=== block 1 ===
### src/rtl/nibble_serial_adder16.sv
// -----------------------------------------------------------------------------
// nibble_serial_adder16
//
// Multi-cycle adder for the Computer16 datapath. A single 4-bit adder slice is
// reused over NIBBLES cycles, least significant nibble first. The ripple carry
// between nibbles is kept in a register. This gives more latency than a chain
// of slices, but only one slice is built.
//
// Optional feature (macro SUB_EN):
//   When SUB_EN is defined, the block gains a 'sub' input. With sub=1 it
//   latches ~b and forces the carry-in to 1, so the result is a-b. In that case
//   cout=1 means no borrow occurred.
//
// Ports:
//   clk    in   rising-edge clock
//   rst_n  in   synchronous active-low reset
//   start  in   request; accepted only in IDLE (busy=0, done=0)
//   a, b   in   operands, sampled on the accepting edge
//   cin    in   carry into nibble 0, sampled on the accepting edge
//   sub    in   (SUB_EN only) subtract select, sampled with the operands
//   busy   out  high while nibbles are being processed
//   done   out  one-cycle pulse; sum/cout/ovf valid from this cycle on
//   sum    out  result
//   cout   out  carry out of the top bit
//   ovf    out  signed overflow (carry into MSB xor carry out of MSB)
//
// Timing: start sampled at edge N gives busy=1 in cycles N+1..N+4 and
// done=1 in cycle N+5. The result holds until the next accepted start.
// -----------------------------------------------------------------------------
module nibble_serial_adder16 #(
    parameter int NIBBLES = 4
) (
    input  logic                   clk,
    input  logic                   rst_n,
    input  logic                   start,
    input  logic [4*NIBBLES-1:0]   a,
    input  logic [4*NIBBLES-1:0]   b,
    input  logic                   cin,
`ifdef SUB_EN
    input  logic                   sub,
`endif
    output logic                   busy,
    output logic                   done,
    output logic [4*NIBBLES-1:0]   sum,
    output logic                   cout,
    output logic                   ovf
);

    localparam int W  = 4 * NIBBLES;
    localparam int CW = (NIBBLES > 1) ? $clog2(NIBBLES) : 1;
    localparam logic [CW-1:0] LAST_CNT = CW'(NIBBLES - 1);

    typedef enum logic [1:0] {
        ST_IDLE = 2'd0,
        ST_RUN  = 2'd1,
        ST_DONE = 2'd2
    } state_t;

    // The shared 4-bit slice. It returns {carry_out, sum_nibble}.
    function automatic logic [4:0] add_nibble(input logic [3:0] x,
                                              input logic [3:0] y,
                                              input logic       ci);
        return {1'b0, x} + {1'b0, y} + {4'b0000, ci};
    endfunction

    // Signed overflow, computed from the sign bits of the operands and the result.
    function automatic logic signed_ovf(input logic a_msb,
                                        input logic b_msb,
                                        input logic s_msb,
                                        input logic c_out);
        return a_msb ^ b_msb ^ s_msb ^ c_out;
    endfunction

    state_t          state_r;
    state_t          state_nxt_s;
    logic            accept_s;
    logic            last_s;
    logic            busy_nxt_s;
    logic            done_nxt_s;
    logic [CW-1:0]   cnt_r;
    logic [CW+1:0]   base_s;
    logic [W-1:0]    opa_r;
    logic [W-1:0]    opb_r;
    logic            carry_r;
    logic [W-1:0]    opb_in_s;
    logic            cin_in_s;
    logic [4:0]      slice_s;
    logic            busy_r;
    logic            done_r;
    logic [W-1:0]    sum_r;
    logic            cout_r;
    logic            ovf_r;

    assign base_s  = {cnt_r, 2'b00};
    assign last_s  = (cnt_r == LAST_CNT);
    assign slice_s = add_nibble(opa_r[base_s +: 4], opb_r[base_s +: 4], carry_r);

    // Select the operand B and carry-in values that are latched on acceptance
    // (they are inverted/forced when subtracting).
    always_comb begin
        opb_in_s = b;
        cin_in_s = cin;
`ifdef SUB_EN
        if (sub) begin
            opb_in_s = ~b;
            cin_in_s = 1'b1;
        end else begin
            opb_in_s = b;
            cin_in_s = cin;
        end
`endif
    end

    // Next-state logic and next values of the registered handshake outputs.
    always_comb begin
        state_nxt_s = state_r;
        accept_s    = 1'b0;
        case (state_r)
            ST_IDLE: begin
                if (start) begin
                    state_nxt_s = ST_RUN;
                    accept_s    = 1'b1;
                end else begin
                    state_nxt_s = ST_IDLE;
                end
            end
            ST_RUN: begin
                if (last_s) begin
                    state_nxt_s = ST_DONE;
                end else begin
                    state_nxt_s = ST_RUN;
                end
            end
            ST_DONE: state_nxt_s = ST_IDLE;
            default: state_nxt_s = ST_IDLE;
        endcase
        busy_nxt_s = (state_nxt_s == ST_RUN);
        done_nxt_s = (state_nxt_s == ST_DONE);
    end

    // State register.
    always_ff @(posedge clk) begin
        if (!rst_n) begin
            state_r <= ST_IDLE;
        end else begin
            state_r <= state_nxt_s;
        end
    end

    // Datapath: latch operands, process one nibble per RUN cycle, and capture the result flags.
    always_ff @(posedge clk) begin
        if (!rst_n) begin
            busy_r  <= 1'b0;
            done_r  <= 1'b0;
            sum_r   <= '0;
            cout_r  <= 1'b0;
            ovf_r   <= 1'b0;
            cnt_r   <= '0;
            opa_r   <= '0;
            opb_r   <= '0;
            carry_r <= 1'b0;
        end else begin
            busy_r <= busy_nxt_s;
            done_r <= done_nxt_s;
            if (accept_s) begin
                opa_r   <= a;
                opb_r   <= opb_in_s;
                carry_r <= cin_in_s;
                cnt_r   <= '0;
            end else if (state_r == ST_RUN) begin
                sum_r[base_s +: 4] <= slice_s[3:0];
                carry_r            <= slice_s[4];
                if (last_s) begin
                    // The top nibble is processed here, so the final flags are known.
                    cout_r <= slice_s[4];
                    ovf_r  <= signed_ovf(opa_r[W-1], opb_r[W-1], slice_s[3], slice_s[4]);
                end else begin
                    cnt_r <= cnt_r + CW'(1);
                end
            end
        end
    end

    assign busy = busy_r;
    assign done = done_r;
    assign sum  = sum_r;
    assign cout = cout_r;
    assign ovf  = ovf_r;

endmodule

### config.mk
export PLATFORM = sky130hd
export DESIGN_NAME = nibble_serial_adder16
export DESIGN_NICKNAME = d
export VERILOG_FILES = /design/src/rtl/nibble_serial_adder16.sv
export SDC_FILE = /design/constraint.sdc
export NUM_CORES = 1
export LEC_CHECK = 0
export ABC_AREA = 1
export CAP_MARGIN = 30
export CORE_ASPECT_RATIO = 1.75
export CORE_MARGIN = 1.5
export CORE_UTILIZATION = 35
export DETAILED_ROUTE_END_ITERATION = 16
export GPL_ROUTABILITY_DRIVEN = 0
export GPL_TIMING_DRIVEN = 1
export HOLD_SLACK_MARGIN = 0.03
export SYNTH_ARGS = -nofsm -noshare
export SYNTH_HDL_FRONTEND = slang
export SYNTH_SLANG_ARGS = --single-unit
### constraint.sdc
create_clock -name clk -period 6.3 [get_ports clk]
set_input_delay 1.26 -clock clk [delete_from_list [all_inputs] [get_ports clk]]
set_output_delay 1.26 -clock clk [all_outputs]
set_load 0.02 [all_outputs]
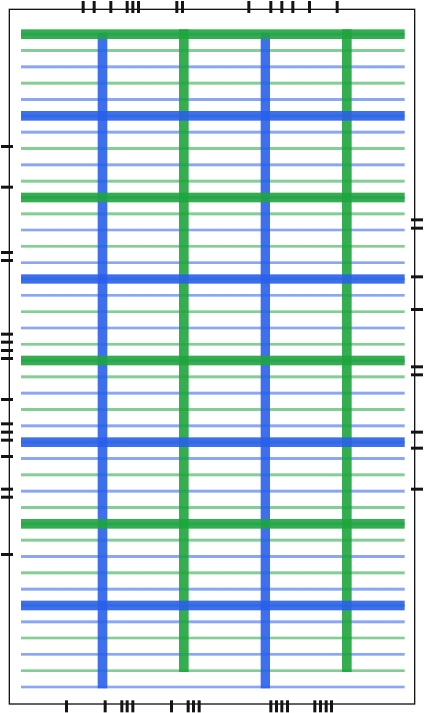
*Power grid, block 1*
Drawn at 6 px/um. Pins as bars on the die edge.
VSS: drawn in blue. VDD: drawn in green.
The core has 40 rows. 56 signal pins sit on the boundary. 8 straps on met5.

==> CHANGELOG.md <==
## Implementation

* Top pwr grp: clock
* Layout cells sized above 1 at 0.06281
* TAP cells at 84
* Reg2reg setup slack at 3.25 ns
* I/O pin total at 56
* Clock power frac at 0.452
* Sequential power share at 0.388
* Non-clock buffers at 58
* Top Layer Used: met4
* Endpoints failing hold at 0
* Final-layout clock buffer total at 14
* Worst Slack Setup Final at 3.246 ns
* Mux area share at 0
* Switch share at 0.2577
* Dpl hpwl at 4.344 mm
* Gr ovfl total at 0
* Nets at 440
* Synth flops at 57
* # H-tree levels at 3
* Top cell category: multi-input combinational cells
* Status: completed
* GRT met3 Usage at 0.03301
* Post-Synth AOI/OAI Area at 0.1817
* Die ar. at 7779 um2
* Placed Area at 3138 um2
* # diodes at 0
* Multi-In Gates at 250
synthesized netlist by cell type, types with 4 or more instances:
library cell   n
nor2_1        87
a22oi_1        4
dfxtp_1       57
ha_1           9
buf_2          8
o21ai_0       50
a21oi_1       20
nand2_1       43
o22ai_1        8
inv_1         15
clkbuf_1       9
nand3_1       12
critical path, cell delays in order (launching register included):
cell and delay, ns:
dfxtp_1 0.59, clkinv_1 0.44, o21ai_0 0.19, o22ai_1 0.16
fa_1 0.46, fa_1 0.41, xor2_1 0.29, nand2_1 0.10
nor2_1 0.16, a22oi_1 0.09, nor2_1 0.09

=== block 2 ===
[config.mk]
export PLATFORM = sky130hd
export DESIGN_NAME = accum_processor_core
export DESIGN_NICKNAME = d
export VERILOG_FILES = /design/src/rtl/accum_processor_core.sv
export SDC_FILE = /design/constraint.sdc
export NUM_CORES = 1
export LEC_CHECK = 0
export CAP_MARGIN = 30
export CELL_PAD_IN_SITES_DETAIL_PLACEMENT = 1
export CELL_PAD_IN_SITES_GLOBAL_PLACEMENT = 2
export CORE_MARGIN = 2
export CORE_UTILIZATION = 42
export DETAILED_ROUTE_END_ITERATION = 8
export PLACE_DENSITY = 0.9
export SETUP_SLACK_MARGIN = 0.3
export SLEW_MARGIN = 10
export SYNTH_ARGS = -nofsm -noshare
export SYNTH_HDL_FRONTEND = slang
export SYNTH_SLANG_ARGS = --single-unit
[constraint.sdc]
create_clock -name CLK -period 4.9 [get_ports CLK]
set_input_delay 0.49 -clock CLK [delete_from_list [all_inputs] [get_ports CLK]]
set_output_delay 0.49 -clock CLK [all_outputs]
set_load 0.01 [all_outputs]
[src/rtl/accum_processor_core.sv]
// 16-bit multicycle accumulator processor core with external instruction/data memory.
// Optional build macro IO_INPUT_EN enables the "in" instruction (op 00100).
module accum_processor_core #(
    parameter int unsigned NUM_REGS = 16,
    parameter logic [15:0] RESET_PC = 16'h0000
) (
    input  logic        CLK,
    input  logic        Reset,
    input  logic [15:0] Instruction,
    input  logic [15:0] MemDataOut,
    input  logic [15:0] Input,
    output logic [15:0] IorDOutput
);

    localparam int unsigned W     = 16;
    localparam int unsigned IMM_W = 11;
    localparam int unsigned IDX_W = 4;

    localparam logic [4:0] OP_MOV   = 5'b00000;
    localparam logic [4:0] OP_SET   = 5'b00001;
    localparam logic [4:0] OP_SETC  = 5'b00010;
    localparam logic [4:0] OP_LD    = 5'b00011;
    localparam logic [4:0] OP_IN    = 5'b00100;
    localparam logic [4:0] OP_SETPC = 5'b00101;
    localparam logic [4:0] OP_SUB   = 5'b01001;
    localparam logic [4:0] OP_ADD   = 5'b01010;
    localparam logic [4:0] OP_ADDI  = 5'b01011;
    localparam logic [4:0] OP_AND   = 5'b01100;
    localparam logic [4:0] OP_OR    = 5'b01101;
    localparam logic [4:0] OP_SRL   = 5'b01110;
    localparam logic [4:0] OP_SLL   = 5'b01111;
    localparam logic [4:0] OP_JUMP  = 5'b10000;
    localparam logic [4:0] OP_BEQ   = 5'b11000;
    localparam logic [4:0] OP_BNE   = 5'b11100;

    typedef enum logic [3:0] {
        S_FETCH, S_DECODE, S_MOV, S_SET, S_SETC, S_WRREG, S_ADDR, S_MEMRD,
        S_WRCR, S_IN, S_CROP, S_JUMP, S_BRANCH, S_BEQ, S_BNE, S_BTAKEN
    } state_t;

    state_t         state;
    logic [W-1:0]   pc, cr, ir, mdr, alu_out;
    logic [W-1:0]   regs [NUM_REGS];

    logic [4:0]       op;
    logic [IMM_W-1:0] imm;
    logic [IDX_W-1:0] idx;
    logic [W-1:0]     sext_imm, reg_rd, alu_res;

    assign op       = ir[15:11];
    assign imm      = ir[IMM_W-1:0];
    assign idx      = ir[IDX_W-1:0];
    assign sext_imm = {{(W-IMM_W){imm[IMM_W-1]}}, imm};
    assign reg_rd   = (idx == '0) ? '0 : regs[idx];

    // The address mux only selects ALUOut during the data read.
    assign IorDOutput = (state == S_MEMRD) ? alu_out : pc;

`ifndef IO_INPUT_EN
    logic unused_input;
    assign unused_input = ^Input;
`endif

    // Result computed in CROP for setpc and the ALU ops.
    always_comb begin
        alu_res = '0;
        case (op)
            OP_SETPC: alu_res = pc + sext_imm;
            OP_SUB:   alu_res = cr - reg_rd;
            OP_ADD:   alu_res = cr + reg_rd;
            OP_ADDI:  alu_res = cr + sext_imm;
            OP_AND:   alu_res = cr & reg_rd;
            OP_OR:    alu_res = cr | reg_rd;
            OP_SRL:   alu_res = cr >> imm[3:0];
            OP_SLL:   alu_res = cr << imm[3:0];
            default:  alu_res = '0;
        endcase
    end

    always_ff @(posedge CLK) begin
        if (Reset) begin
            state   <= S_FETCH;
            pc      <= RESET_PC;
            cr      <= '0;
            ir      <= '0;
            mdr     <= '0;
            alu_out <= '0;
            for (int i = 0; i < NUM_REGS; i++) regs[i] <= '0;
        end else begin
            case (state)
                S_FETCH: begin
                    ir    <= Instruction;
                    pc    <= pc + W'(1);
                    state <= S_DECODE;
                end
                S_DECODE: begin
                    case (op)
                        OP_MOV:   state <= S_MOV;
                        OP_SET:   state <= S_SET;
                        OP_SETC:  state <= S_SETC;
                        OP_LD:    state <= S_ADDR;
`ifdef IO_INPUT_EN
                        OP_IN:    state <= S_IN;
`endif
                        OP_SETPC, OP_SUB, OP_ADD, OP_ADDI,
                        OP_AND, OP_OR, OP_SRL, OP_SLL:
                                  state <= S_CROP;
                        OP_JUMP:  state <= S_JUMP;
                        OP_BEQ, OP_BNE:
                                  state <= S_BRANCH;
                        default:  state <= S_FETCH;
                    endcase
                end
                S_MOV: begin
                    cr    <= W'(imm);
                    state <= S_FETCH;
                end
                S_SET: begin
                    alu_out <= reg_rd;
                    state   <= S_WRCR;
                end
                S_SETC:  state <= S_WRREG;
                S_WRREG: begin
                    if (idx != '0) regs[idx] <= cr;
                    state <= S_FETCH;
                end
                S_ADDR: begin
                    alu_out <= cr + sext_imm;
                    state   <= S_MEMRD;
                end
                S_MEMRD: begin
                    mdr   <= MemDataOut;
                    state <= S_WRCR;
                end
                S_WRCR: begin
                    cr    <= (op == OP_LD) ? mdr : alu_out;
                    state <= S_FETCH;
                end
`ifdef IO_INPUT_EN
                S_IN: begin
                    cr    <= Input;
                    state <= S_FETCH;
                end
`endif
                S_CROP: begin
                    alu_out <= alu_res;
                    state   <= S_WRCR;
                end
                S_JUMP: begin
                    pc    <= {pc[W-1:IMM_W], imm};
                    state <= S_FETCH;
                end
                // PC has already been incremented in FETCH.
                S_BRANCH: begin
                    alu_out <= pc + sext_imm;
                    state   <= (op == OP_BEQ) ? S_BEQ : S_BNE;
                end
                S_BEQ:    state <= (cr == '0) ? S_BTAKEN : S_FETCH;
                S_BNE:    state <= (cr != '0) ? S_BTAKEN : S_FETCH;
                S_BTAKEN: begin
                    pc    <= alu_out;
                    state <= S_FETCH;
                end
                default:  state <= S_FETCH;
            endcase
        end
    end

endmodule

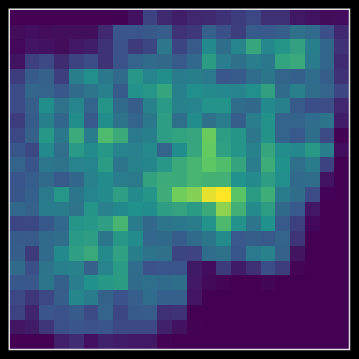
*Routed metal per tile, block 2*
Drawn at 1.5 px/um. 23 x 23 tiles, from dark purple (low) to yellow (high), scaled to the fullest tile. Values are wire area over tile area, all layers added.
The mean over all tiles is 0.24. The fullest tile reaches 0.80. The emptiest ninth of the die: lower right. 16% of the tiles are nearly empty.

==> CHANGELOG.md <==
## Implementation

* Gr ovfl total at 0
* Sequential power share at 0.307
* Worst Hold End: regs[0][14]
* Top-count cell post-synth: edfxtp_1
* Dpl hpwl at 51.10 mm
* Main synth FF type: edfxtp_1
* Internal power at 7177 uW
* Hold Crit Start: Reset
* GRT Max-Usage Layer: met2
* Setup bufs post-CTS at 4
* Crit path launch type: flop
* Num rows at 81
* YS warnings at 0
* Final Util at 0.4908
* Status: completed
* CP bufs+invs at 5
* Non-clock buffers at 162
* Port Buf Inserts at 49
* Post-CTS Resized at 16
* Non-filler cells in the finished layout at 2719
* Top cells by count: 256 x edfxtp_1, 208 x and2_1, 206 x nand2_1
* Hold Path Depth at 1
* Clock power frac at 0.250
* Routability cong. at 0.9336
* R2r endpoint: alu_out[13]
* Tool warnings at 48
* Root Buffer: clkbuf_16
-- layout by cell type, fill, tap and decap left out, types with 11 or more instances in the layout --
cell type	count
mux2i_1	60
ha_1	51
o21ai_0	57
nand3_1	32
nand2b_1	15
xor2_1	16
o211ai_1	11
inv_1	24
a21oi_1	112
a22oi_1	19
xnor2_1	33
or2_2	20
nor3_1	61
nor2b_1	21
clkdlybuf4s50_1	48
mux4_2	82
o22ai_1	12
and2_1	208
dfxtp_1	88
nor2_1	123
clkbuf_16	39
buf_4	97
a21o_1	13
conb_1	16
a31oi_1	18
and3_1	11
a211oi_1	39
nand2_1	206
edfxtp_1	256
nor4_1	20


## Gallery

Placed standard cells.
picture 1
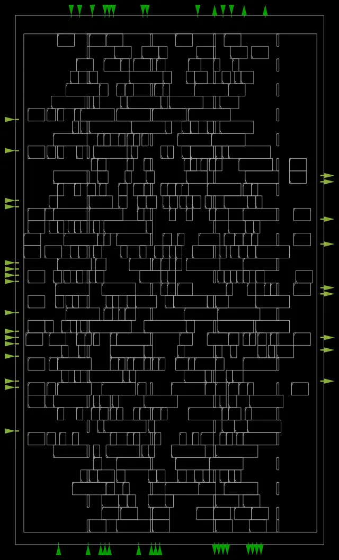
picture 2
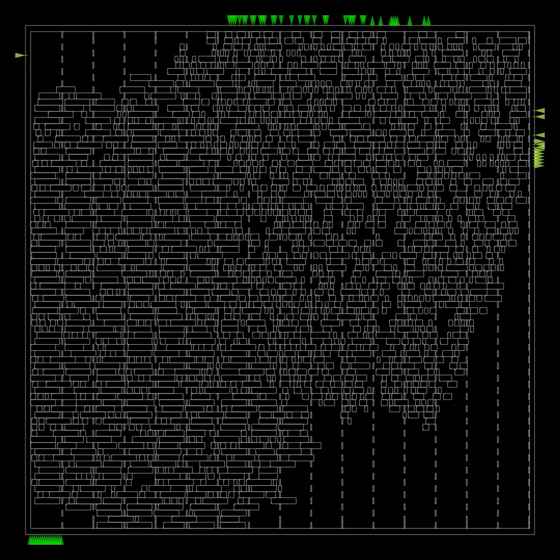
For block 2, see picture 2.
For block 1, see picture 1.

Power and IR drop assume default switching activity.
